# vga_ctrl

### Cell sizes after repair, vga_ctrl

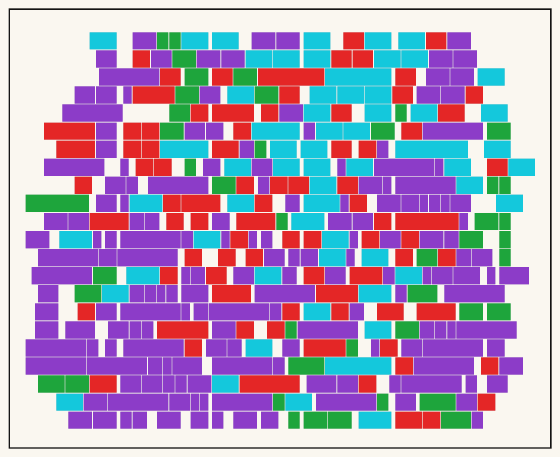

## src/rtl/vga_ctrl.sv

```systemverilog
// 640x480@60 VGA timing generator: free-running line/frame counters, sync decode,
// early pixel request toward the registered pattern stage, and active-region gating of rgb.
module vga_ctrl #(
  parameter int unsigned H_SYNC   = 96,
  parameter int unsigned H_BACK   = 48,
  parameter int unsigned H_VALID  = 640,
  parameter int unsigned H_FRONT  = 16,
  parameter int unsigned V_SYNC   = 2,
  parameter int unsigned V_BACK   = 33,
  parameter int unsigned V_VALID  = 480,
  parameter int unsigned V_FRONT  = 10,
  parameter int unsigned PIX_LAT  = 1,
  parameter logic        SYNC_POL = 1'b0
) (
  input  logic        vga_clk,
  input  logic        sys_rst_n,
  input  logic [15:0] pix_data,
  output logic [9:0]  pix_x,
  output logic [9:0]  pix_y,
  output logic        pix_data_req,
  output logic        hsync,
  output logic        vsync,
  output logic        rgb_valid,
  output logic [15:0] rgb,
  output logic        frame_start,
  output logic [7:0]  frame_cnt
);

  localparam int unsigned H_TOTAL = H_SYNC + H_BACK + H_VALID + H_FRONT;
  localparam int unsigned V_TOTAL = V_SYNC + V_BACK + V_VALID + V_FRONT;
  localparam int unsigned H_ACT   = H_SYNC + H_BACK;
  localparam int unsigned V_ACT   = V_SYNC + V_BACK;

  localparam logic [9:0] H_LAST     = 10'(H_TOTAL - 1);
  localparam logic [9:0] V_LAST     = 10'(V_TOTAL - 1);
  localparam logic [9:0] H_SYNC_END = 10'(H_SYNC);
  localparam logic [9:0] V_SYNC_END = 10'(V_SYNC);
  localparam logic [9:0] H_ACT_LO   = 10'(H_ACT);
  localparam logic [9:0] H_ACT_HI   = 10'(H_ACT + H_VALID);
  localparam logic [9:0] V_ACT_LO   = 10'(V_ACT);
  localparam logic [9:0] V_ACT_HI   = 10'(V_ACT + V_VALID);
  // Requests lead the display column by PIX_LAT so returned data lines up with rgb.
  localparam logic [9:0] REQ_LO     = 10'(H_ACT - PIX_LAT);
  localparam logic [9:0] REQ_HI     = 10'(H_ACT + H_VALID - PIX_LAT);

  logic [9:0] cnt_h;
  logic [9:0] cnt_v;
  logic       line_end;
  logic       frame_end;
  logic       v_active;
  logic       h_active;
  logic       h_request;

  assign line_end  = (cnt_h == H_LAST);
  assign frame_end = line_end && (cnt_v == V_LAST);

  always_ff @(posedge vga_clk or negedge sys_rst_n) begin
    if (!sys_rst_n) begin
      cnt_h <= '0;
    end else if (line_end) begin
      cnt_h <= '0;
    end else begin
      cnt_h <= cnt_h + 10'd1;
    end
  end

  always_ff @(posedge vga_clk or negedge sys_rst_n) begin
    if (!sys_rst_n) begin
      cnt_v <= '0;
    end else if (line_end) begin
      if (cnt_v == V_LAST) begin
        cnt_v <= '0;
      end else begin
        cnt_v <= cnt_v + 10'd1;
      end
    end
  end

  // Registered so the pulse coincides with counters reading (0,0); stays low out of reset.
  always_ff @(posedge vga_clk or negedge sys_rst_n) begin
    if (!sys_rst_n) begin
      frame_start <= 1'b0;
      frame_cnt   <= '0;
    end else begin
      frame_start <= frame_end;
      if (frame_end) begin
        frame_cnt <= frame_cnt + 8'd1;
      end
    end
  end

  assign hsync = (cnt_h < H_SYNC_END) ? SYNC_POL : ~SYNC_POL;
  assign vsync = (cnt_v < V_SYNC_END) ? SYNC_POL : ~SYNC_POL;

  assign v_active  = (cnt_v >= V_ACT_LO) && (cnt_v < V_ACT_HI);
  assign h_active  = (cnt_h >= H_ACT_LO) && (cnt_h < H_ACT_HI);
  assign h_request = (cnt_h >= REQ_LO) && (cnt_h < REQ_HI);

  always_comb begin
    pix_data_req = h_request && v_active;
    pix_x        = 10'h3FF;
    pix_y        = 10'h3FF;
    if (pix_data_req) begin
      pix_x = cnt_h - REQ_LO;
      pix_y = cnt_v - V_ACT_LO;
    end
  end

  assign rgb_valid = h_active && v_active;
  assign rgb       = rgb_valid ? pix_data : 16'h0000;

endmodule

```

## config.mk

```make
export PLATFORM = sky130hd
export DESIGN_NAME = vga_ctrl
export DESIGN_NICKNAME = d
export VERILOG_FILES = /design/src/rtl/vga_ctrl.sv
export SDC_FILE = /design/constraint.sdc
export NUM_CORES = 1
export LEC_CHECK = 0
export CAP_MARGIN = 20
export CORE_ASPECT_RATIO = 0.8
export CORE_MARGIN = 2
export CORE_UTILIZATION = 42
export CTS_CLUSTER_SIZE = 14
export DETAILED_ROUTE_END_ITERATION = 10
export HOLD_SLACK_MARGIN = 0.06
export PLACE_DENSITY = 0.8
export SETUP_SLACK_MARGIN = 0.3
export SLEW_MARGIN = 30
export SYNTH_ARGS = -nofsm -noshare
export SYNTH_HDL_FRONTEND = slang
export SYNTH_SLANG_ARGS = --single-unit
export TNS_END_PERCENT = 100
```

## constraint.sdc

```tcl
create_clock -name vga_clk -period 2.5 [get_ports vga_clk]
set_input_delay 0.5 -clock vga_clk [delete_from_list [all_inputs] [get_ports vga_clk]]
set_output_delay 0.5 -clock vga_clk [all_outputs]
set_load 0.005 [all_outputs]
```

# mem_port_arbiter_flat

<file path="src/rtl/mem_port_arbiter_if.sv">
// rtl/mem_port_arbiter_if.sv - requester and memory bus bundle for mem_port_arbiter
interface mem_port_arbiter_if #(
    parameter int ADDR_W = 32
);
    logic              if_req;
    logic [ADDR_W-1:0] if_addr;
    logic [31:0]       if_rdata;
    logic              if_ready;

    logic              d_req;
    logic              d_we;
    logic [ADDR_W-1:0] d_addr;
    logic [31:0]       d_wdata;
    logic [31:0]       d_rdata;
    logic              d_ready;

    logic              bus_err;

    logic              mem_req;
    logic              mem_we;
    logic [ADDR_W-1:0] mem_addr;
    logic [31:0]       mem_wdata;
    logic [31:0]       mem_rdata;
    logic              mem_ack;

    // master: the arbiter itself (serves both requesters, drives the memory)
    modport master (
        input  if_req, if_addr, d_req, d_we, d_addr, d_wdata, mem_rdata, mem_ack,
        output if_rdata, if_ready, d_rdata, d_ready, bus_err,
        output mem_req, mem_we, mem_addr, mem_wdata
    );

    // slave: the core ports plus the memory model around the arbiter
    modport slave (
        output if_req, if_addr, d_req, d_we, d_addr, d_wdata, mem_rdata, mem_ack,
        input  if_rdata, if_ready, d_rdata, d_ready, bus_err,
        input  mem_req, mem_we, mem_addr, mem_wdata
    );
endinterface

</file>
<file path="src/rtl/mem_port_arbiter.sv">
// rtl/mem_port_arbiter.sv - fetch/data arbiter for a single-ported variable-latency memory
module mem_port_arbiter #(
    parameter int ADDR_W     = 32,
    parameter int MAX_STREAK = 4,
    parameter int TIMEOUT    = 255
) (
    input  logic                clk,
    input  logic                reset,
    mem_port_arbiter_if.master  bus
);
    typedef enum logic [1:0] {IDLE, MEM_I, MEM_D, RESP} state_t;

    localparam int SW = $clog2(MAX_STREAK + 1);
    localparam int TW = $clog2(TIMEOUT + 1);
    localparam logic [SW-1:0] STREAK_MAX = SW'(MAX_STREAK);
    localparam logic [TW-1:0] TMO_LAST   = TW'(TIMEOUT - 1);
    localparam logic [31:0]   NOP_INSTR  = 32'h0000_0013;

    state_t            state_q, state_d;
    logic [SW-1:0]     streak_q, streak_d;
    logic [TW-1:0]     tmo_q, tmo_d;
    logic              mem_req_q, mem_req_d;
    logic              mem_we_q, mem_we_d;
    logic [ADDR_W-1:0] mem_addr_q, mem_addr_d;
    logic [31:0]       mem_wdata_q, mem_wdata_d;
    logic [31:0]       if_rdata_q, if_rdata_d;
    logic [31:0]       d_rdata_q, d_rdata_d;
    logic              if_ready_q, if_ready_d;
    logic              d_ready_q, d_ready_d;
    logic              bus_err_q, bus_err_d;
    logic              fetch_starved;

    assign fetch_starved = bus.if_req && (streak_q == STREAK_MAX);

    always_comb begin
        state_d     = state_q;
        streak_d    = streak_q;
        tmo_d       = tmo_q;
        mem_req_d   = mem_req_q;
        mem_we_d    = mem_we_q;
        mem_addr_d  = mem_addr_q;
        mem_wdata_d = mem_wdata_q;
        if_rdata_d  = if_rdata_q;
        d_rdata_d   = d_rdata_q;
        if_ready_d  = 1'b0;
        d_ready_d   = 1'b0;
        bus_err_d   = 1'b0;

        case (state_q)
            IDLE: begin
                tmo_d = '0;
                if (bus.d_req && !fetch_starved) begin
                    state_d     = MEM_D;
                    mem_req_d   = 1'b1;
                    mem_we_d    = bus.d_we;
                    mem_addr_d  = bus.d_addr;
                    mem_wdata_d = bus.d_wdata;
                    if (!bus.if_req) begin
                        streak_d = '0;
                    end else if (streak_q != STREAK_MAX) begin
                        streak_d = streak_q + SW'(1);
                    end
                end else if (bus.if_req) begin
                    state_d    = MEM_I;
                    mem_req_d  = 1'b1;
                    mem_we_d   = 1'b0;
                    mem_addr_d = bus.if_addr;
                    streak_d   = '0;
                end
            end

            MEM_I, MEM_D: begin
                if (bus.mem_ack) begin
                    state_d   = RESP;
                    mem_req_d = 1'b0;
                    tmo_d     = '0;
                    if (state_q == MEM_I) begin
                        if_ready_d = 1'b1;
                        if_rdata_d = bus.mem_rdata;
                    end else begin
                        d_ready_d = 1'b1;
                        if (!mem_we_q) begin
                            d_rdata_d = bus.mem_rdata;
                        end
                    end
                end else if (tmo_q == TMO_LAST) begin
                    // the memory never answered: complete with an error and a harmless value
                    state_d   = RESP;
                    mem_req_d = 1'b0;
                    tmo_d     = '0;
                    bus_err_d = 1'b1;
                    if (state_q == MEM_I) begin
                        if_ready_d = 1'b1;
                        if_rdata_d = NOP_INSTR;
                    end else begin
                        d_ready_d = 1'b1;
                        if (!mem_we_q) begin
                            d_rdata_d = '0;
                        end
                    end
                end else begin
                    tmo_d = tmo_q + TW'(1);
                end
            end

            RESP: begin
                state_d  = IDLE;
                mem_we_d = 1'b0;
            end

            default: state_d = IDLE;
        endcase
    end

    always_ff @(posedge clk) begin
        if (!reset) begin
            state_q     <= IDLE;
            streak_q    <= '0;
            tmo_q       <= '0;
            mem_req_q   <= 1'b0;
            mem_we_q    <= 1'b0;
            mem_addr_q  <= '0;
            mem_wdata_q <= '0;
            if_rdata_q  <= '0;
            d_rdata_q   <= '0;
            if_ready_q  <= 1'b0;
            d_ready_q   <= 1'b0;
            bus_err_q   <= 1'b0;
        end else begin
            state_q     <= state_d;
            streak_q    <= streak_d;
            tmo_q       <= tmo_d;
            mem_req_q   <= mem_req_d;
            mem_we_q    <= mem_we_d;
            mem_addr_q  <= mem_addr_d;
            mem_wdata_q <= mem_wdata_d;
            if_rdata_q  <= if_rdata_d;
            d_rdata_q   <= d_rdata_d;
            if_ready_q  <= if_ready_d;
            d_ready_q   <= d_ready_d;
            bus_err_q   <= bus_err_d;
        end
    end

    assign bus.mem_req   = mem_req_q;
    assign bus.mem_we    = mem_we_q;
    assign bus.mem_addr  = mem_addr_q;
    assign bus.mem_wdata = mem_wdata_q;
    assign bus.if_rdata  = if_rdata_q;
    assign bus.d_rdata   = d_rdata_q;
    assign bus.if_ready  = if_ready_q;
    assign bus.d_ready   = d_ready_q;
    assign bus.bus_err   = bus_err_q;
endmodule

</file>
<file path="src/flat_wrapper.sv">
// flat-port wrapper written by rule: the top's interface ports become plain ports
module mem_port_arbiter_flat 
#(
    parameter int ADDR_W     = 32,
    parameter int MAX_STREAK = 4,
    parameter int TIMEOUT    = 255
)
  (clk, reset, bus_if_req, bus_if_addr, bus_d_req, bus_d_we, bus_d_addr, bus_d_wdata, bus_mem_rdata, bus_mem_ack, bus_if_rdata, bus_if_ready, bus_d_rdata, bus_d_ready, bus_bus_err, bus_mem_req, bus_mem_we, bus_mem_addr, bus_mem_wdata);
  mem_port_arbiter_if #(.ADDR_W(ADDR_W)) bus_i ();
  input  logic clk;
  input  logic reset;
  input wire logic [$bits(bus_i.if_req)-1:0] bus_if_req;
  input wire logic [$bits(bus_i.if_addr)-1:0] bus_if_addr;
  input wire logic [$bits(bus_i.d_req)-1:0] bus_d_req;
  input wire logic [$bits(bus_i.d_we)-1:0] bus_d_we;
  input wire logic [$bits(bus_i.d_addr)-1:0] bus_d_addr;
  input wire logic [$bits(bus_i.d_wdata)-1:0] bus_d_wdata;
  input wire logic [$bits(bus_i.mem_rdata)-1:0] bus_mem_rdata;
  input wire logic [$bits(bus_i.mem_ack)-1:0] bus_mem_ack;
  output wire logic [$bits(bus_i.if_rdata)-1:0] bus_if_rdata;
  output wire logic [$bits(bus_i.if_ready)-1:0] bus_if_ready;
  output wire logic [$bits(bus_i.d_rdata)-1:0] bus_d_rdata;
  output wire logic [$bits(bus_i.d_ready)-1:0] bus_d_ready;
  output wire logic [$bits(bus_i.bus_err)-1:0] bus_bus_err;
  output wire logic [$bits(bus_i.mem_req)-1:0] bus_mem_req;
  output wire logic [$bits(bus_i.mem_we)-1:0] bus_mem_we;
  output wire logic [$bits(bus_i.mem_addr)-1:0] bus_mem_addr;
  output wire logic [$bits(bus_i.mem_wdata)-1:0] bus_mem_wdata;
  assign bus_i.if_req = bus_if_req;
  assign bus_i.if_addr = bus_if_addr;
  assign bus_i.d_req = bus_d_req;
  assign bus_i.d_we = bus_d_we;
  assign bus_i.d_addr = bus_d_addr;
  assign bus_i.d_wdata = bus_d_wdata;
  assign bus_i.mem_rdata = bus_mem_rdata;
  assign bus_i.mem_ack = bus_mem_ack;
  assign bus_if_rdata = bus_i.if_rdata;
  assign bus_if_ready = bus_i.if_ready;
  assign bus_d_rdata = bus_i.d_rdata;
  assign bus_d_ready = bus_i.d_ready;
  assign bus_bus_err = bus_i.bus_err;
  assign bus_mem_req = bus_i.mem_req;
  assign bus_mem_we = bus_i.mem_we;
  assign bus_mem_addr = bus_i.mem_addr;
  assign bus_mem_wdata = bus_i.mem_wdata;
  mem_port_arbiter #(.ADDR_W(ADDR_W), .MAX_STREAK(MAX_STREAK), .TIMEOUT(TIMEOUT)) u_core (.clk(clk), .reset(reset), .bus(bus_i));
endmodule
</file>
<file path="config.mk">
export PLATFORM = sky130hd
export DESIGN_NAME = mem_port_arbiter_flat
export DESIGN_NICKNAME = d
export VERILOG_FILES = /design/src/rtl/mem_port_arbiter_if.sv /design/src/rtl/mem_port_arbiter.sv /design/src/flat_wrapper.sv
export SDC_FILE = /design/constraint.sdc
export NUM_CORES = 1
export LEC_CHECK = 0
export ABC_AREA = 1
export ABC_CLOCK_PERIOD_IN_PS = 1900
export CAP_MARGIN = 0
export CORE_UTILIZATION = 25
export CTS_CLUSTER_SIZE = 30
export DETAILED_ROUTE_END_ITERATION = 8
export GPL_ROUTABILITY_DRIVEN = 1
export PLACE_DENSITY = 0.63
export SLEW_MARGIN = 10
export SYNTH_ARGS = -nofsm -noshare
export SYNTH_HDL_FRONTEND = slang
export SYNTH_SLANG_ARGS = --single-unit
</file>
<file path="constraint.sdc">
create_clock -name clk -period 1.9 [get_ports clk]
set_input_delay 0.285 -clock clk [delete_from_list [all_inputs] [get_ports clk]]
set_output_delay 0.285 -clock clk [all_outputs]
set_load 0.005 [all_outputs]
</file>

==> gallery <==
Placement by cell class.
Fill, decap, tap and diode cells in gray.
picture 1
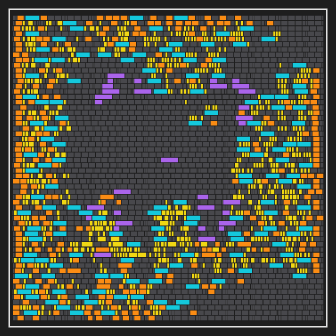
picture 2
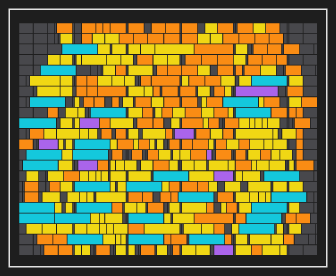
For vga_ctrl, see picture 2.
For mem_port_arbiter_flat, see picture 1.

### Wiring by layer, mem_port_arbiter_flat

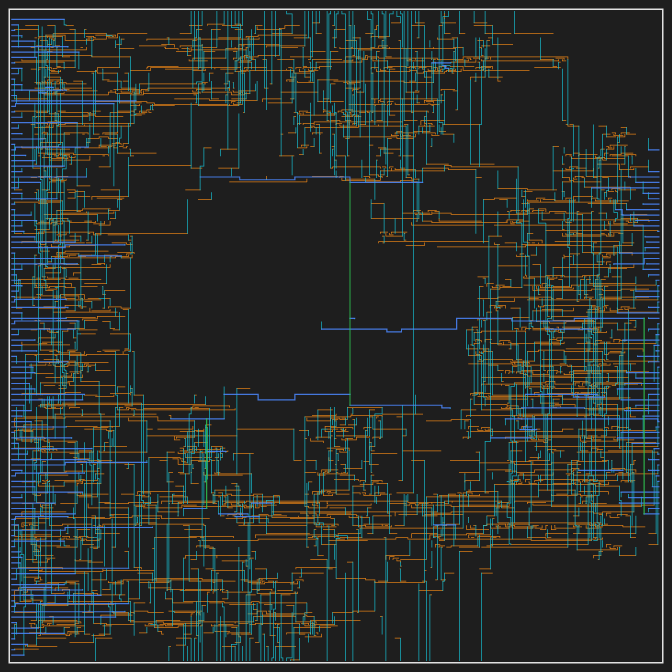
legend:
  M3:
    color: blue
    wire_length: 1740 µm
  M2:
    color: cyan
    wire_length: 8480 µm
  M1:
    color: orange
    wire_length: 9010 µm
  M4:
    color: green
    wire_length: 127 µm
Total Routed Length: 19400 µm
average wire per cell in the routed design: 12.4 µm
global-route usage over all layers: 14.6%
total number of vias: 6522

==> notes.org, mem_port_arbiter_flat <==
#+TITLE: Flow metrics

** Worst setup path
- Counting cells, the worst reg-to-reg path comes to 8.
- Ordered list of cells on the worst path :: inv_1, ha_2, inv_1, nor2_1, nand2_1, nand2_1, nand2_2, nor3_1
- Looking at the reg2reg group, the worst path ends at u_core.tmo_q[4].
- Delay of the slowest critical-path stage :: 0.42 ns
- Slowest cell on the critical path :: ha_2
- Crit. Startpoint :: u_core.state_q[0]

** Power
- Per report_power, the top consumer among the power groups is combinational logic.
- Leakage power :: 4.77 nW

** Outcome
- The run finished with clean final reports.

** Yosys
- Post-synthesis cell count :: 969
- The synthesis report names the predominant flop master as dfxtp_1.

** CTS
- For this design, the sink count on the clock tree is 146.
- Buffers added to address setup during post-CTS repair amount to 0.

** Cells and area
- Non-clock buffer instance count of the final layout :: 287
- Of all the cell area in the finished design, non-clock buffers hold 28.5%.

** Floorplanning
- The flow inserted 330 tap cells.
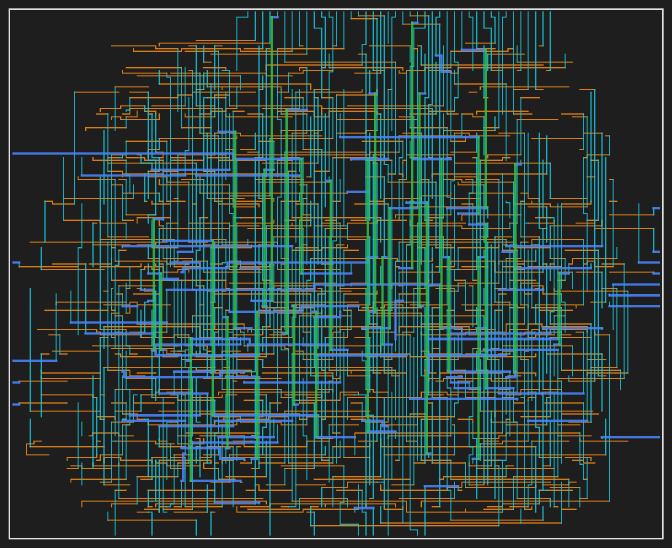
*Wiring by layer, vga_ctrl*
legend:
  M4:
    color: green
    wire_length: 588 µm
  M3:
    color: blue
    wire_length: 698 µm
  M1:
    color: orange
    wire_length: 3560 µm
  M2:
    color: cyan
    wire_length: 4670 µm
total number of vias: 2546
global-route usage over all layers: 32.0%
average wire per cell in the routed design: 22.8 µm
Total Routed Length: 9510 µm

About 'Cell sizes after repair' of vga_ctrl:
legend:
  x6 and larger:
    color: cyan
    cells: 60
  x1 and smaller:
    color: purple
    cells: 172
  x2:
    color: green
    cells: 43
  x3 and x4:
    color: red
    cells: 82
Final Cell Area: 3800 µm²
fin worst setup slack: -0.123 ns

==> notes.org, vga_ctrl <==
#+TITLE: Flow metrics

** Outcome
- The run finished, with violations left.
- The final reports fail on setup timing.

** Yosys
- Synthesis produced 229 cells.
- Share of synthesized area occupied by flip-flops and latches :: 36.1%

** Min path
- Worst min-delay path startpoint :: frame_cnt[4]

** Global routing
- M1 GR Usage :: 38.5%
- Entering global routing, the biggest net connects 30 pins.

** Cells and area
- Fraction of layout cells with a size suffix above 1 :: 51.8%
- Counting plain and timing-repair buffers in the layout gives 141.
- The flow measured a signed area growth from synthesis to layout of 89.2%.

** Final timing
- Final number of setup-violating endpoints :: 34
- Min cycle time layout :: 2.62 ns
- Setup slack on the critical path of the routed design comes to -0.123 ns.

** Worst setup path
- Looking at the setup timing report, the critical path kind is flip-flop to output pin.

** Floorplanning
- Chip Width :: 81.3 µm
- Measured along the y axis, the die boundary spans 65.8 µm.

** Job
- Across the run, the number of max-cap violations was 0.

** Power
- Cell Int Power :: 0.000818 W

** Placed design
- Summed over all nets, the half-perimeter wirelength after detailed placement is 4070 µm.

# ir_packet_tx

### Cell sizes after repair, ir_packet_tx

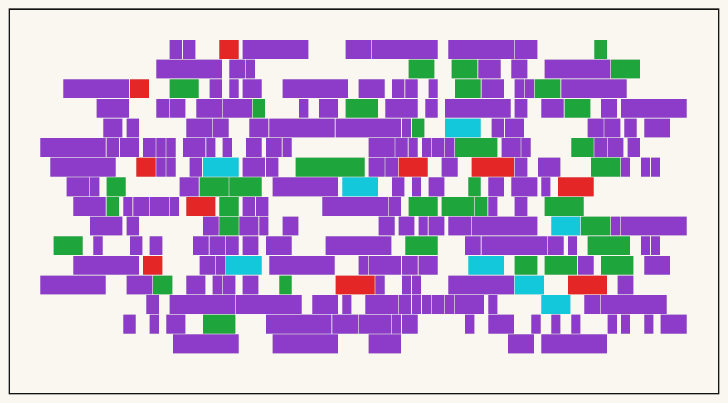

`config.mk`:
```
export PLATFORM = sky130hd
export DESIGN_NAME = ir_packet_tx
export DESIGN_NICKNAME = d
export VERILOG_FILES = /design/src/rtl/ir_tx_pkg.sv /design/src/rtl/ir_carrier_gen.sv /design/src/rtl/ir_packet_tx.sv
export SDC_FILE = /design/constraint.sdc
export NUM_CORES = 1
export LEC_CHECK = 0
export CORE_ASPECT_RATIO = 0.5
export CORE_MARGIN = 4
export CORE_UTILIZATION = 55
export DETAILED_ROUTE_END_ITERATION = 6
export GPL_ROUTABILITY_DRIVEN = 0
export GPL_TIMING_DRIVEN = 0
export PLACE_DENSITY = 0.73
export SLEW_MARGIN = 10
export SYNTH_ARGS = -nofsm -noshare
export SYNTH_HDL_FRONTEND = slang
export SYNTH_HIERARCHICAL = 1
export SYNTH_SLANG_ARGS = --single-unit
```
`constraint.sdc`:
```
create_clock -name CLK -period 4.7 [get_ports CLK]
set_input_delay 0.94 -clock CLK [delete_from_list [all_inputs] [get_ports CLK]]
set_output_delay 0.94 -clock CLK [all_outputs]
set_load 0.02 [all_outputs]
```
`src/rtl/ir_tx_pkg.sv`:
```
// Shared definitions for the IR packet transmitter.
// Provides the FSM state encoding, typical carrier periods for the four car
// colours (CLK cycles at 100 MHz), the default segment lengths (in carrier
// periods) and small helpers used by the transmitter.
package ir_tx_pkg;

  typedef enum logic [2:0] {
    IDLE   = 3'd0,
    START  = 3'd1,
    GAP    = 3'd2,
    CARSEL = 3'd3,
    RIGHT  = 3'd4,
    LEFT   = 3'd5,
    BACK   = 3'd6,
    FWD    = 3'd7
  } ir_state_e;

  // Carrier periods per car colour, CLK cycles at 100 MHz (all even).
  localparam int unsigned CARRIER_ORANGE = 32'd2778;  // 36 kHz
  localparam int unsigned CARRIER_YELLOW = 32'd2632;  // 38 kHz
  localparam int unsigned CARRIER_GREEN  = 32'd2500;  // 40 kHz
  localparam int unsigned CARRIER_BLUE   = 32'd2272;  // 44 kHz

  // Default segment lengths in carrier periods.
  localparam int unsigned DEF_START_LEN    = 32'd88;
  localparam int unsigned DEF_GAP_LEN      = 32'd40;
  localparam int unsigned DEF_CARSEL_LEN   = 32'd22;
  localparam int unsigned DEF_ASSERT_LEN   = 32'd44;
  localparam int unsigned DEF_DEASSERT_LEN = 32'd22;

  // True for the states that radiate carrier.
  function automatic logic is_burst(input ir_state_e s);
    return (s != IDLE) && (s != GAP);
  endfunction

  // Larger of two unsigned values, used to size the period counter.
  function automatic int unsigned max_u(input int unsigned a, input int unsigned b);
    return (a > b) ? a : b;
  endfunction

endpackage

```
`src/rtl/ir_carrier_gen.sv`:
```
// Carrier phase generator.
// Ports:
//   CLK        system clock
//   RESET      asynchronous active-low reset
//   clear      forces the phase counter to 0 (takes priority over enable)
//   enable     advances the phase counter 0..CARRIER_PERIOD-1 and wraps
//   carrier    1 during the first half of each carrier period
//   period_end one-cycle strobe on the last cycle of each carrier period
module ir_carrier_gen
  import ir_tx_pkg::*;
#(
  parameter int unsigned CARRIER_PERIOD = CARRIER_ORANGE
) (
  input  logic CLK,
  input  logic RESET,
  input  logic clear,
  input  logic enable,
  output logic carrier,
  output logic period_end
);

  localparam int unsigned PH_W = (CARRIER_PERIOD > 32'd1) ? $clog2(CARRIER_PERIOD) : 32'd1;
  localparam logic [PH_W-1:0] PH_LAST = PH_W'(CARRIER_PERIOD - 32'd1);
  localparam logic [PH_W-1:0] PH_HALF = PH_W'(CARRIER_PERIOD / 32'd2);

  logic [PH_W-1:0] phase_r;

  // Phase counter: wraps at the end of each carrier period.
  always_ff @(posedge CLK or negedge RESET) begin
    if (!RESET) begin
      phase_r <= {PH_W{1'b0}};
    end else if (clear) begin
      phase_r <= {PH_W{1'b0}};
    end else if (enable) begin
      if (phase_r == PH_LAST) begin
        phase_r <= {PH_W{1'b0}};
      end else begin
        phase_r <= phase_r + PH_W'(1);
      end
    end else begin
      phase_r <= phase_r;
    end
  end

  // Carrier level and end-of-period strobe decoded from the phase.
  always_comb begin
    carrier    = (phase_r < PH_HALF);
    period_end = enable & ~clear & (phase_r == PH_LAST);
  end

endmodule

```
`src/rtl/ir_packet_tx.sv`:
```
// IR command packet transmitter for the toy car.
// Each 0->1 transition of SEND_PACKET seen while idle sends one packet:
// START, GAP, CARSEL, GAP, RIGHT, GAP, LEFT, GAP, BACK, GAP, FWD, GAP.
// Command bursts are ASSERT_LEN or DEASSERT_LEN carrier periods long
// according to the COMMAND bit latched at the trigger.
// Ports:
//   CLK          system clock (100 MHz)
//   RESET        asynchronous active-low reset
//   SEND_PACKET  trigger, rising edge starts a packet
//   COMMAND      {forward, backward, left, right}, sampled at the trigger
//   IR_LED       registered modulated IR output
//   BUSY         registered, high while a packet is in flight
module ir_packet_tx
  import ir_tx_pkg::*;
#(
  parameter int unsigned CARRIER_PERIOD = CARRIER_ORANGE,
  parameter int unsigned START_LEN      = DEF_START_LEN,
  parameter int unsigned GAP_LEN        = DEF_GAP_LEN,
  parameter int unsigned CARSEL_LEN     = DEF_CARSEL_LEN,
  parameter int unsigned ASSERT_LEN     = DEF_ASSERT_LEN,
  parameter int unsigned DEASSERT_LEN   = DEF_DEASSERT_LEN
) (
  input  logic       CLK,
  input  logic       RESET,
  input  logic       SEND_PACKET,
  input  logic [3:0] COMMAND,
  output logic       IR_LED,
  output logic       BUSY
);

  localparam int unsigned MAX_LEN = max_u(max_u(max_u(START_LEN, GAP_LEN),
                                                max_u(CARSEL_LEN, ASSERT_LEN)),
                                          DEASSERT_LEN);
  localparam int unsigned PC_W = $clog2(MAX_LEN + 32'd1);

  ir_state_e       state_r, state_s;
  logic [2:0]      seg_idx_r, seg_idx_s;
  logic [3:0]      cmd_r, cmd_s;
  logic [PC_W-1:0] period_cnt_r, period_cnt_s;
  logic [PC_W-1:0] seg_len_s;
  logic            send_prev_r;
  logic            trig_s;
  logic            carrier_s;
  logic            period_end_s;
  logic            clear_s;
  logic            enable_s;
  logic            ir_led_s;
  logic            busy_s;

  // The carrier runs only while a packet is in flight; holding it cleared in
  // IDLE makes every packet start on phase 0. Segment boundaries fall on a
  // period wrap, so later segments also start at phase 0.
  always_comb begin
    clear_s  = (state_r == IDLE);
    enable_s = (state_r != IDLE);
  end

  ir_carrier_gen #(
    .CARRIER_PERIOD(CARRIER_PERIOD)
  ) u_carrier (
    .CLK        (CLK),
    .RESET      (RESET),
    .clear      (clear_s),
    .enable     (enable_s),
    .carrier    (carrier_s),
    .period_end (period_end_s)
  );

  // Length of the current segment in carrier periods.
  always_comb begin
    case (state_r)
      START:   seg_len_s = PC_W'(START_LEN);
      GAP:     seg_len_s = PC_W'(GAP_LEN);
      CARSEL:  seg_len_s = PC_W'(CARSEL_LEN);
      RIGHT:   seg_len_s = cmd_r[0] ? PC_W'(ASSERT_LEN) : PC_W'(DEASSERT_LEN);
      LEFT:    seg_len_s = cmd_r[1] ? PC_W'(ASSERT_LEN) : PC_W'(DEASSERT_LEN);
      BACK:    seg_len_s = cmd_r[2] ? PC_W'(ASSERT_LEN) : PC_W'(DEASSERT_LEN);
      FWD:     seg_len_s = cmd_r[3] ? PC_W'(ASSERT_LEN) : PC_W'(DEASSERT_LEN);
      default: seg_len_s = PC_W'(1);
    endcase
  end

  // Next-state logic: trigger acceptance and segment sequencing.
  always_comb begin
    state_s      = state_r;
    seg_idx_s    = seg_idx_r;
    cmd_s        = cmd_r;
    period_cnt_s = period_cnt_r;
    trig_s       = SEND_PACKET & ~send_prev_r;
    if (state_r == IDLE) begin
      if (trig_s) begin
        state_s      = START;
        cmd_s        = COMMAND;
        seg_idx_s    = 3'd0;
        period_cnt_s = {PC_W{1'b0}};
      end else begin
        state_s = IDLE;
      end
    end else if (period_end_s) begin
      if (period_cnt_r == (seg_len_s - PC_W'(1))) begin
        period_cnt_s = {PC_W{1'b0}};
        case (state_r)
          GAP: begin
            // seg_idx counts completed gaps and picks the burst that follows.
            seg_idx_s = seg_idx_r + 3'd1;
            case (seg_idx_r)
              3'd0:    state_s = CARSEL;
              3'd1:    state_s = RIGHT;
              3'd2:    state_s = LEFT;
              3'd3:    state_s = BACK;
              3'd4:    state_s = FWD;
              default: state_s = IDLE;
            endcase
          end
          START, CARSEL, RIGHT, LEFT, BACK, FWD: state_s = GAP;
          default: state_s = IDLE;
        endcase
      end else begin
        period_cnt_s = period_cnt_r + PC_W'(1);
      end
    end else begin
      period_cnt_s = period_cnt_r;
    end
  end

  // Output decode; registered below so outputs lag the state by one cycle.
  always_comb begin
    ir_led_s = is_burst(state_r) & carrier_s;
    busy_s   = (state_r != IDLE);
  end

  // State, counters, trigger history and registered outputs.
  always_ff @(posedge CLK or negedge RESET) begin
    if (!RESET) begin
      state_r      <= IDLE;
      seg_idx_r    <= 3'd0;
      cmd_r        <= 4'd0;
      period_cnt_r <= {PC_W{1'b0}};
      // A level already high when reset releases must not count as an edge.
      send_prev_r  <= 1'b1;
      IR_LED       <= 1'b0;
      BUSY         <= 1'b0;
    end else begin
      state_r      <= state_s;
      seg_idx_r    <= seg_idx_s;
      cmd_r        <= cmd_s;
      period_cnt_r <= period_cnt_s;
      send_prev_r  <= SEND_PACKET;
      IR_LED       <= ir_led_s;
      BUSY         <= busy_s;
    end
  end

endmodule
```
# alu_cmd_sequencer_flat

<file path="src/rtl/alu_cmd_sequencer_pkg.sv">
// Shared types and default sizes for the ALU command sequencer slice.
// Latency: n/a (types and constants only).
// Backpressure: n/a.
package alu_seq_pkg;

    localparam int DEF_DATA_W = 16;
    localparam int DEF_NREGS  = 8;

    typedef enum logic [1:0] {ADD, SUB, AND, NOTB} alu_op_e;

    typedef enum logic [1:0] {NONE, LSL1, LSR1, ASR1} shift_e;

    typedef enum logic [2:0] {
        S_IDLE,
        S_RD_A,
        S_RD_B,
        S_EXEC,
        S_WB,
        S_IMM
    } state_e;

endpackage

</file>
<file path="src/rtl/alu_cmd_sequencer_if.sv">
// Command handshake plus ALU Ain/Bin/ALUop -> out/Z bundle.
// Latency: wires only.
// Backpressure: cmd_ready low while the sequencer is busy.
interface alu_cmd_sequencer_if #(
    parameter int DATA_W = alu_seq_pkg::DEF_DATA_W,
    parameter int REG_AW = $clog2(alu_seq_pkg::DEF_NREGS)
);
    logic              cmd_valid;
    logic              cmd_ready;
    logic              cmd_imm_en;
    logic [DATA_W-1:0] cmd_imm;
    logic [1:0]        cmd_aluop;
    logic [1:0]        cmd_shift;
    logic [REG_AW-1:0] cmd_rn;
    logic [REG_AW-1:0] cmd_rm;
    logic [REG_AW-1:0] cmd_rd;
    logic              cmd_nowb;
    logic [DATA_W-1:0] alu_ain;
    logic [DATA_W-1:0] alu_bin;
    logic [1:0]        alu_op;
    logic [DATA_W-1:0] alu_out;
    logic              alu_z;

    // stimulus / decoder side together with the external ALU
    modport master (
        output cmd_valid, cmd_imm_en, cmd_imm, cmd_aluop, cmd_shift,
               cmd_rn, cmd_rm, cmd_rd, cmd_nowb, alu_out, alu_z,
        input  cmd_ready, alu_ain, alu_bin, alu_op
    );

    // sequencer side
    modport slave (
        input  cmd_valid, cmd_imm_en, cmd_imm, cmd_aluop, cmd_shift,
               cmd_rn, cmd_rm, cmd_rd, cmd_nowb, alu_out, alu_z,
        output cmd_ready, alu_ain, alu_bin, alu_op
    );

endinterface

</file>
<file path="src/rtl/alu_cmd_sequencer_regfile8.sv">
// Register file: one synchronous write port, two combinational operand reads, one readback read.
// Latency: reads combinational; a write is visible the cycle after it is issued.
// Backpressure: none, always accepts a write.
module regfile8 #(
    parameter int DATA_W = 16,
    parameter int NREGS  = 8,
    localparam int AW    = $clog2(NREGS)
)(
    input  logic              clk,
    input  logic              rst_n,
    input  logic              we,
    input  logic [AW-1:0]     waddr,
    input  logic [DATA_W-1:0] wdata,
    input  logic [AW-1:0]     rd0_addr,
    output logic [DATA_W-1:0] rd0_data,
    input  logic [AW-1:0]     rd1_addr,
    output logic [DATA_W-1:0] rd1_data,
    input  logic [AW-1:0]     rbk_addr,
    output logic [DATA_W-1:0] rbk_data
);

    logic [DATA_W-1:0] mem [NREGS];

    // storage: cleared by reset, single write per cycle
    always_ff @(posedge clk or negedge rst_n) begin
        if (!rst_n) begin
            for (int i = 0; i < NREGS; i++) mem[i] <= '0;
        end else if (we) begin
            mem[waddr] <= wdata;
        end
    end

    assign rd0_data = mem[rd0_addr];
    assign rd1_data = mem[rd1_addr];
    assign rbk_data = mem[rbk_addr];

endmodule

</file>
<file path="src/rtl/alu_cmd_sequencer.sv">
// Sequences one command at a time through regfile -> shifter -> external ALU -> writeback (optional N/V flags: ALU_FLAGS_EN).
// Latency: done 1 cycle after accept for immediates, 4 cycles after accept for ALU commands.
// Backpressure: cmd_ready only in IDLE; fields are ignored unless cmd_valid && cmd_ready.
module alu_cmd_sequencer
    import alu_seq_pkg::*;
#(
    parameter int DATA_W  = DEF_DATA_W,
    parameter int NREGS   = DEF_NREGS,
    localparam int REG_AW = $clog2(NREGS)
)(
    input  logic                clk,
    input  logic                rst_n,
    alu_cmd_sequencer_if.slave  bus,
    output logic                done,
    output logic                busy,
    output logic                status_z,
    input  logic [REG_AW-1:0]   rb_addr,
    output logic [DATA_W-1:0]   rb_data
`ifdef ALU_FLAGS_EN
    ,
    output logic                status_n,
    output logic                status_v
`endif
);

    state_e            state_q, state_d;
    logic [DATA_W-1:0] imm_q, a_q, b_q, c_q, b_shift;
    alu_op_e           op_q;
    shift_e            sh_q;
    logic [REG_AW-1:0] rn_q, rm_q, rd_q;
    logic              nowb_q;
    logic              accept;
    logic              rf_we;
    logic [DATA_W-1:0] rf_wdata, rf_rd0, rf_rd1;

    assign accept        = bus.cmd_valid && bus.cmd_ready;
    assign bus.cmd_ready = (state_q == S_IDLE);
    assign bus.alu_ain   = a_q;
    assign bus.alu_bin   = b_q;
    assign bus.alu_op    = op_q;

    regfile8 #(.DATA_W(DATA_W), .NREGS(NREGS)) u_rf (
        .clk      (clk),
        .rst_n    (rst_n),
        .we       (rf_we),
        .waddr    (rd_q),
        .wdata    (rf_wdata),
        .rd0_addr (rn_q),
        .rd0_data (rf_rd0),
        .rd1_addr (rm_q),
        .rd1_data (rf_rd1),
        .rbk_addr (rb_addr),
        .rbk_data (rb_data)
    );

    // state register
    always_ff @(posedge clk or negedge rst_n) begin
        if (!rst_n) state_q <= S_IDLE;
        else        state_q <= state_d;
    end

    // next state, completion pulse and register-file write strobe
    always_comb begin
        state_d  = state_q;
        done     = 1'b0;
        busy     = (state_q != S_IDLE);
        rf_we    = 1'b0;
        rf_wdata = c_q;
        case (state_q)
            S_IDLE: if (accept) state_d = bus.cmd_imm_en ? S_IMM : S_RD_A;
            S_IMM: begin
                rf_we    = 1'b1;
                rf_wdata = imm_q;
                done     = 1'b1;
                state_d  = S_IDLE;
            end
            S_RD_A: state_d = S_RD_B;
            S_RD_B: state_d = S_EXEC;
            S_EXEC: state_d = S_WB;
            S_WB: begin
                rf_we   = !nowb_q;
                done    = 1'b1;
                state_d = S_IDLE;
            end
            default: state_d = S_IDLE;
        endcase
    end

    // B-operand shifter, one-bit moves only
    always_comb begin
        b_shift = rf_rd1;
        case (sh_q)
            LSL1:    b_shift = {rf_rd1[DATA_W-2:0], 1'b0};
            LSR1:    b_shift = {1'b0, rf_rd1[DATA_W-1:1]};
            ASR1:    b_shift = {rf_rd1[DATA_W-1], rf_rd1[DATA_W-1:1]};
            default: b_shift = rf_rd1;
        endcase
    end

`ifdef ALU_FLAGS_EN
    logic v_next;

    // signed overflow of the ALU result, only meaningful for add/sub
    always_comb begin
        v_next = 1'b0;
        case (op_q)
            ADD: v_next = (a_q[DATA_W-1] == b_q[DATA_W-1]) && (bus.alu_out[DATA_W-1] != a_q[DATA_W-1]);
            SUB: v_next = (a_q[DATA_W-1] != b_q[DATA_W-1]) && (bus.alu_out[DATA_W-1] != a_q[DATA_W-1]);
            default: v_next = 1'b0;
        endcase
    end

    // N/V captured in the same cycle as Z
    always_ff @(posedge clk or negedge rst_n) begin
        if (!rst_n) begin
            status_n <= 1'b0;
            status_v <= 1'b0;
        end else if (state_q == S_EXEC) begin
            status_n <= bus.alu_out[DATA_W-1];
            status_v <= v_next;
        end
    end
`endif

    // command latch, operand fetch and ALU result capture
    always_ff @(posedge clk or negedge rst_n) begin
        if (!rst_n) begin
            imm_q    <= '0;
            op_q     <= ADD;
            sh_q     <= NONE;
            rn_q     <= '0;
            rm_q     <= '0;
            rd_q     <= '0;
            nowb_q   <= 1'b0;
            a_q      <= '0;
            b_q      <= '0;
            c_q      <= '0;
            status_z <= 1'b0;
        end else begin
            if (accept) begin
                imm_q  <= bus.cmd_imm;
                op_q   <= alu_op_e'(bus.cmd_aluop);
                sh_q   <= shift_e'(bus.cmd_shift);
                rn_q   <= bus.cmd_rn;
                rm_q   <= bus.cmd_rm;
                rd_q   <= bus.cmd_rd;
                nowb_q <= bus.cmd_nowb;
            end
            if (state_q == S_RD_A) a_q <= rf_rd0;
            if (state_q == S_RD_B) b_q <= b_shift;
            if (state_q == S_EXEC) begin
                c_q      <= bus.alu_out;
                status_z <= bus.alu_z;
            end
        end
    end

endmodule
</file>
<file path="src/flat_wrapper.sv">
// flat-port wrapper written by rule: the top's interface ports become plain ports
module alu_cmd_sequencer_flat import alu_seq_pkg::*;
#(
    parameter int DATA_W  = DEF_DATA_W,
    parameter int NREGS   = DEF_NREGS,
    localparam int REG_AW = $clog2(NREGS)
)
  (clk, rst_n, done, busy, status_z, rb_addr, rb_data, bus_cmd_valid, bus_cmd_imm_en, bus_cmd_imm, bus_cmd_aluop, bus_cmd_shift, bus_cmd_rn, bus_cmd_rm, bus_cmd_rd, bus_cmd_nowb, bus_alu_out, bus_alu_z, bus_cmd_ready, bus_alu_ain, bus_alu_bin, bus_alu_op);
  alu_cmd_sequencer_if #(.DATA_W(DATA_W)) bus_i ();
  input  logic clk;
  input  logic rst_n;
  output logic done;
  output logic busy;
  output logic status_z;
  input  logic [REG_AW-1:0] rb_addr;
  output logic [DATA_W-1:0] rb_data;
  input wire logic [$bits(bus_i.cmd_valid)-1:0] bus_cmd_valid;
  input wire logic [$bits(bus_i.cmd_imm_en)-1:0] bus_cmd_imm_en;
  input wire logic [$bits(bus_i.cmd_imm)-1:0] bus_cmd_imm;
  input wire logic [$bits(bus_i.cmd_aluop)-1:0] bus_cmd_aluop;
  input wire logic [$bits(bus_i.cmd_shift)-1:0] bus_cmd_shift;
  input wire logic [$bits(bus_i.cmd_rn)-1:0] bus_cmd_rn;
  input wire logic [$bits(bus_i.cmd_rm)-1:0] bus_cmd_rm;
  input wire logic [$bits(bus_i.cmd_rd)-1:0] bus_cmd_rd;
  input wire logic [$bits(bus_i.cmd_nowb)-1:0] bus_cmd_nowb;
  input wire logic [$bits(bus_i.alu_out)-1:0] bus_alu_out;
  input wire logic [$bits(bus_i.alu_z)-1:0] bus_alu_z;
  output wire logic [$bits(bus_i.cmd_ready)-1:0] bus_cmd_ready;
  output wire logic [$bits(bus_i.alu_ain)-1:0] bus_alu_ain;
  output wire logic [$bits(bus_i.alu_bin)-1:0] bus_alu_bin;
  output wire logic [$bits(bus_i.alu_op)-1:0] bus_alu_op;
  assign bus_i.cmd_valid = bus_cmd_valid;
  assign bus_i.cmd_imm_en = bus_cmd_imm_en;
  assign bus_i.cmd_imm = bus_cmd_imm;
  assign bus_i.cmd_aluop = bus_cmd_aluop;
  assign bus_i.cmd_shift = bus_cmd_shift;
  assign bus_i.cmd_rn = bus_cmd_rn;
  assign bus_i.cmd_rm = bus_cmd_rm;
  assign bus_i.cmd_rd = bus_cmd_rd;
  assign bus_i.cmd_nowb = bus_cmd_nowb;
  assign bus_i.alu_out = bus_alu_out;
  assign bus_i.alu_z = bus_alu_z;
  assign bus_cmd_ready = bus_i.cmd_ready;
  assign bus_alu_ain = bus_i.alu_ain;
  assign bus_alu_bin = bus_i.alu_bin;
  assign bus_alu_op = bus_i.alu_op;
  alu_cmd_sequencer #(.DATA_W(DATA_W), .NREGS(NREGS)) u_core (.clk(clk), .rst_n(rst_n), .bus(bus_i), .done(done), .busy(busy), .status_z(status_z), .rb_addr(rb_addr), .rb_data(rb_data));
endmodule
</file>
<file path="config.mk">
export PLATFORM = sky130hd
export DESIGN_NAME = alu_cmd_sequencer_flat
export DESIGN_NICKNAME = d
export VERILOG_FILES = /design/src/rtl/alu_cmd_sequencer_pkg.sv /design/src/rtl/alu_cmd_sequencer_if.sv /design/src/rtl/alu_cmd_sequencer_regfile8.sv /design/src/rtl/alu_cmd_sequencer.sv /design/src/flat_wrapper.sv
export SDC_FILE = /design/constraint.sdc
export NUM_CORES = 1
export LEC_CHECK = 0
export ABC_AREA = 0
export CORE_AREA = 2 2 225 138
export DETAILED_ROUTE_END_ITERATION = 12
export DIE_AREA = 0 0 227 140
export GPL_TIMING_DRIVEN = 0
export PLACE_DENSITY = 0.65
export SLEW_MARGIN = 20
export SYNTH_ARGS = -nofsm -noshare
export SYNTH_HDL_FRONTEND = slang
export SYNTH_HIERARCHICAL = 1
export SYNTH_SLANG_ARGS = --single-unit
</file>
<file path="constraint.sdc">
create_clock -name clk -period 2 [get_ports clk]
set_clock_uncertainty 0.1 [all_clocks]
set_input_delay 0.4 -clock clk [delete_from_list [all_inputs] [get_ports clk]]
set_output_delay 0.4 -clock clk [all_outputs]
set_load 0.05 [all_outputs]
</file>
### Placement by cell class, alu_cmd_sequencer_flat

Fill, decap, tap and diode cells in gray.
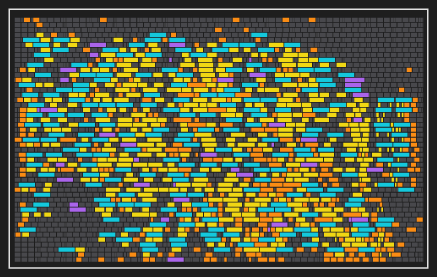
legend:
  remaining buffers and delay cells:
    color: orange
    cells: 326
  registers:
    color: cyan
    cells: 210
  clock drivers and dummy loads:
    color: purple
    cells: 39
  remaining logic cells:
    color: yellow
    cells: 441
flop share of the area: 32.1%
placement row count: 49
area inside the core boundary: 29700 µm²
core occupancy in the finished layout: 55.2%
Final Cell Area: 16400 µm²

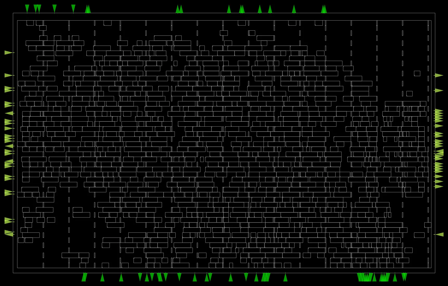
*Placement view, alu_cmd_sequencer_flat*
fill cell total of the finished layout: 2395
count of sequential standard cells: 210
TAP cells: 408

==> notes.org, alu_cmd_sequencer_flat <==
#+TITLE: Flow metrics

** Floorplanning
- Chip Width :: 227 µm
- According to the floorplan report, the total die area is 31800 µm².

** Worst setup path
- Classification of the worst setup path :: flip-flop to output pin
- The endpoint identified for the worst register-to-register timing path is u_core/bus.alu_bin[2].
- Required time worst endpoint :: 1.50 ns
- Minimum setup slack among reg-to-reg paths :: -0.36 ns

** Global routing
- The via count of the first global-routing pass was 7767.
- Global-route usage over all layers :: 22.6%

** Yosys
- Top cell type by instance count after synthesis :: mux2_2
- The synthesis run shows multiplexers occupying 48.2% of the cell area.
- Synth Net Count :: 764
- Area figure in the yosys stat output :: 11800 µm²
- Among all flip-flop cells after synthesis, the most frequent one is dfrtp_1.
- Counting flops and latches in the post-synthesis netlist gives 210.

** Power
- Seq group :: 0.00725 W
- In this run, flip-flops and latches consume 25.0% of the power.
- In this run, power in the clock network comes to 0.00429 W.
- Power Density :: 1770 nW/µm²

** CTS
- H-tree depth :: 1
- CTS reports a maximum clock tree buffer depth of 3.
- TritonCTS built the clock tree.

** Cells and area
- Flip-flop count of the largest register, all copies and words added :: 128
- Per the layout report, the design carries 35 clock buffers.
- Logic area :: 6510 µm²
- Layout Cells excl Fill :: 1424
- Area Growth Syn to Fin :: 39.1%
- Number of nets in the layout :: 1055
- In the final layout, excluding clock inverters the inverter count is 3.

** Outcome
- Violated checks :: setup timing
- The run finished, with violations left.

** Placed design
- Prior to clock tree synthesis, the placed netlist has a worst setup slack of -1.70 ns.

** Final timing
- Final number of setup-violating endpoints :: 74
- Setup repair after global routing could not meet its margin everywhere.
- Fin worst setup slack :: -0.371 ns
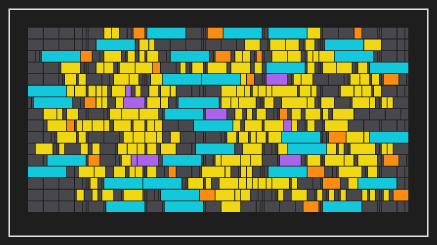
*Placement by cell class, ir_packet_tx*
Fill, decap, tap and diode cells in gray.
legend:
  clock drivers and dummy loads:
    color: purple
    cells: 8
  remaining logic cells:
    color: yellow
    cells: 192
  registers:
    color: cyan
    cells: 32
  remaining buffers and delay cells:
    color: orange
    cells: 21
Final Cell Area: 2460 µm²
core occupancy in the finished layout: 63.0%
area inside the core boundary: 3900 µm²
flop share of the area: 32.6%

About 'Cell sizes after repair' of ir_packet_tx:
legend:
  x2:
    color: green
    cells: 36
  x1 and smaller:
    color: purple
    cells: 199
  x6 and larger:
    color: cyan
    cells: 8
  x3 and x4:
    color: red
    cells: 10
Area Growth Syn to Fin: 10.0%
non-clock buffer instance count of the final layout: 21
fin worst setup slack: 1.90 ns

==> notes.org, ir_packet_tx <==
#+TITLE: Flow metrics

** Outcome
- The flow ran to the end, and the final reports show no timing, DRC or antenna violations.

** Min path
- The report gives the cell count of the worst hold path as 2.

** Worst setup path
- Delay of the slowest critical-path stage :: 0.45 ns
- Crit. Startpoint :: state_r[1]
- The data required time reported for the critical path is 4.87 ns.
- Worst flop-to-flop path endpoint :: period_cnt_r[6]
- Worst R2R Start :: state_r[1]
- Slowest cell on the critical path :: dfrtp_1
- The worst setup path is captured at a flip-flop.
- Minimum setup slack among reg-to-reg paths :: 1.90 ns
- Classification of the worst setup path :: flip-flop to flip-flop

** Yosys
- Post-Synth Simple-Gate Area :: 34.3%
- Mux area share :: 6.10%
- Share of Yosys cell area claimed by the top area cell type :: 34.7%
- Sorting the synthesized cells by how often they occur yields dfrtp_1 (31), nand2_1 (28), nand3_1 (17), nor2_1 (16), nand4_1 (11).
- After synthesis, the netlist uses 65 different library cells.
- The synthesized netlist devotes 11.3% of its cell area to compound gates.
- Area figure in the yosys stat output :: 2230 µm²
- Largest family of logic cells by area :: simple AND/OR/NAND/NOR gates
- XOR/XNOR Fraction of Synth Area :: 2.69%

** Placed design
- In this run the tool buffered the top-level ports with 8 buffer cells.
- The wire-length estimate of the detail-placed layout is 3290 µm.

** Power
- Share of total power in sequential cells :: 44.9%
- Power attributed to combinational cells is 0.000212 W.
- Overall power consumption after layout is estimated at 0.000756 W.
- Logic gate share of total power :: 28.1%
- Power Density :: 307 nW/µm²
- The script extracted a net switching power of 0.000250 W.
- Summed over all cells, the static leakage comes to 1.10 nW.

** CTS
- CTS Buffer Depth :: 2
- Total CTS buffers :: 5
- CTS Root Buffer Type :: clkbuf_8
- TritonCTS built the clock tree.

** Drt
- Per the detail_route report, DRC violations left total 0.

** Cells and area
- The final design was reported to hold multi-input combinational gates totalling 185.
- Register with the highest flop count :: u_carrier/phase_r
- The layout has 7 inverters outside the clock class.
- Count of sequential standard cells :: 32
- Most instantiated logic cell after routing :: dfrtp_1
- Layout clock buffers :: 7
- Per the layout area report, the combinational fraction of cell area is 53.4%.
- Summing all flip-flop and latch instances after layout gives 802 µm².
- The register with the most flip-flops in the layout has 12 of them.

** Global routing
- Antenna violations before repair :: 0
- Global route hottest layer :: met2

** Job
- Per the run summary, max-cap violations total 0.

** Final timing
- Of the available clock period, the critical path in the final layout requires 59.5%.


==> screenshots <==
Placement view.
shot_01.png
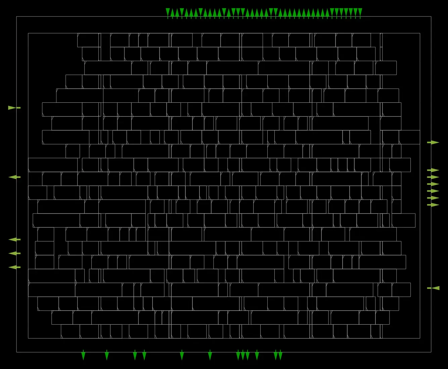
shot_02.png
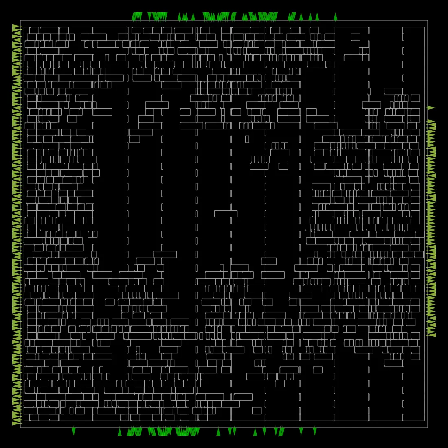
shot_03.png
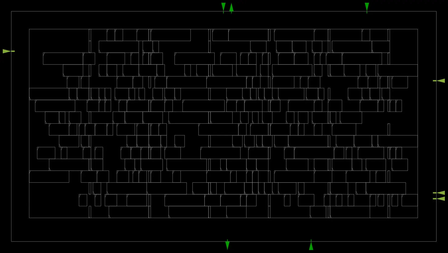
The one with the highest utilization is shot_01.png.
The one with the most sequential cells is shot_02.png.
shot_01.png is vga_ctrl.
shot_02.png is mem_port_arbiter_flat.
shot_03.png is ir_packet_tx.

Power figures rest on the tool's default switching activity, not on a simulated workload.
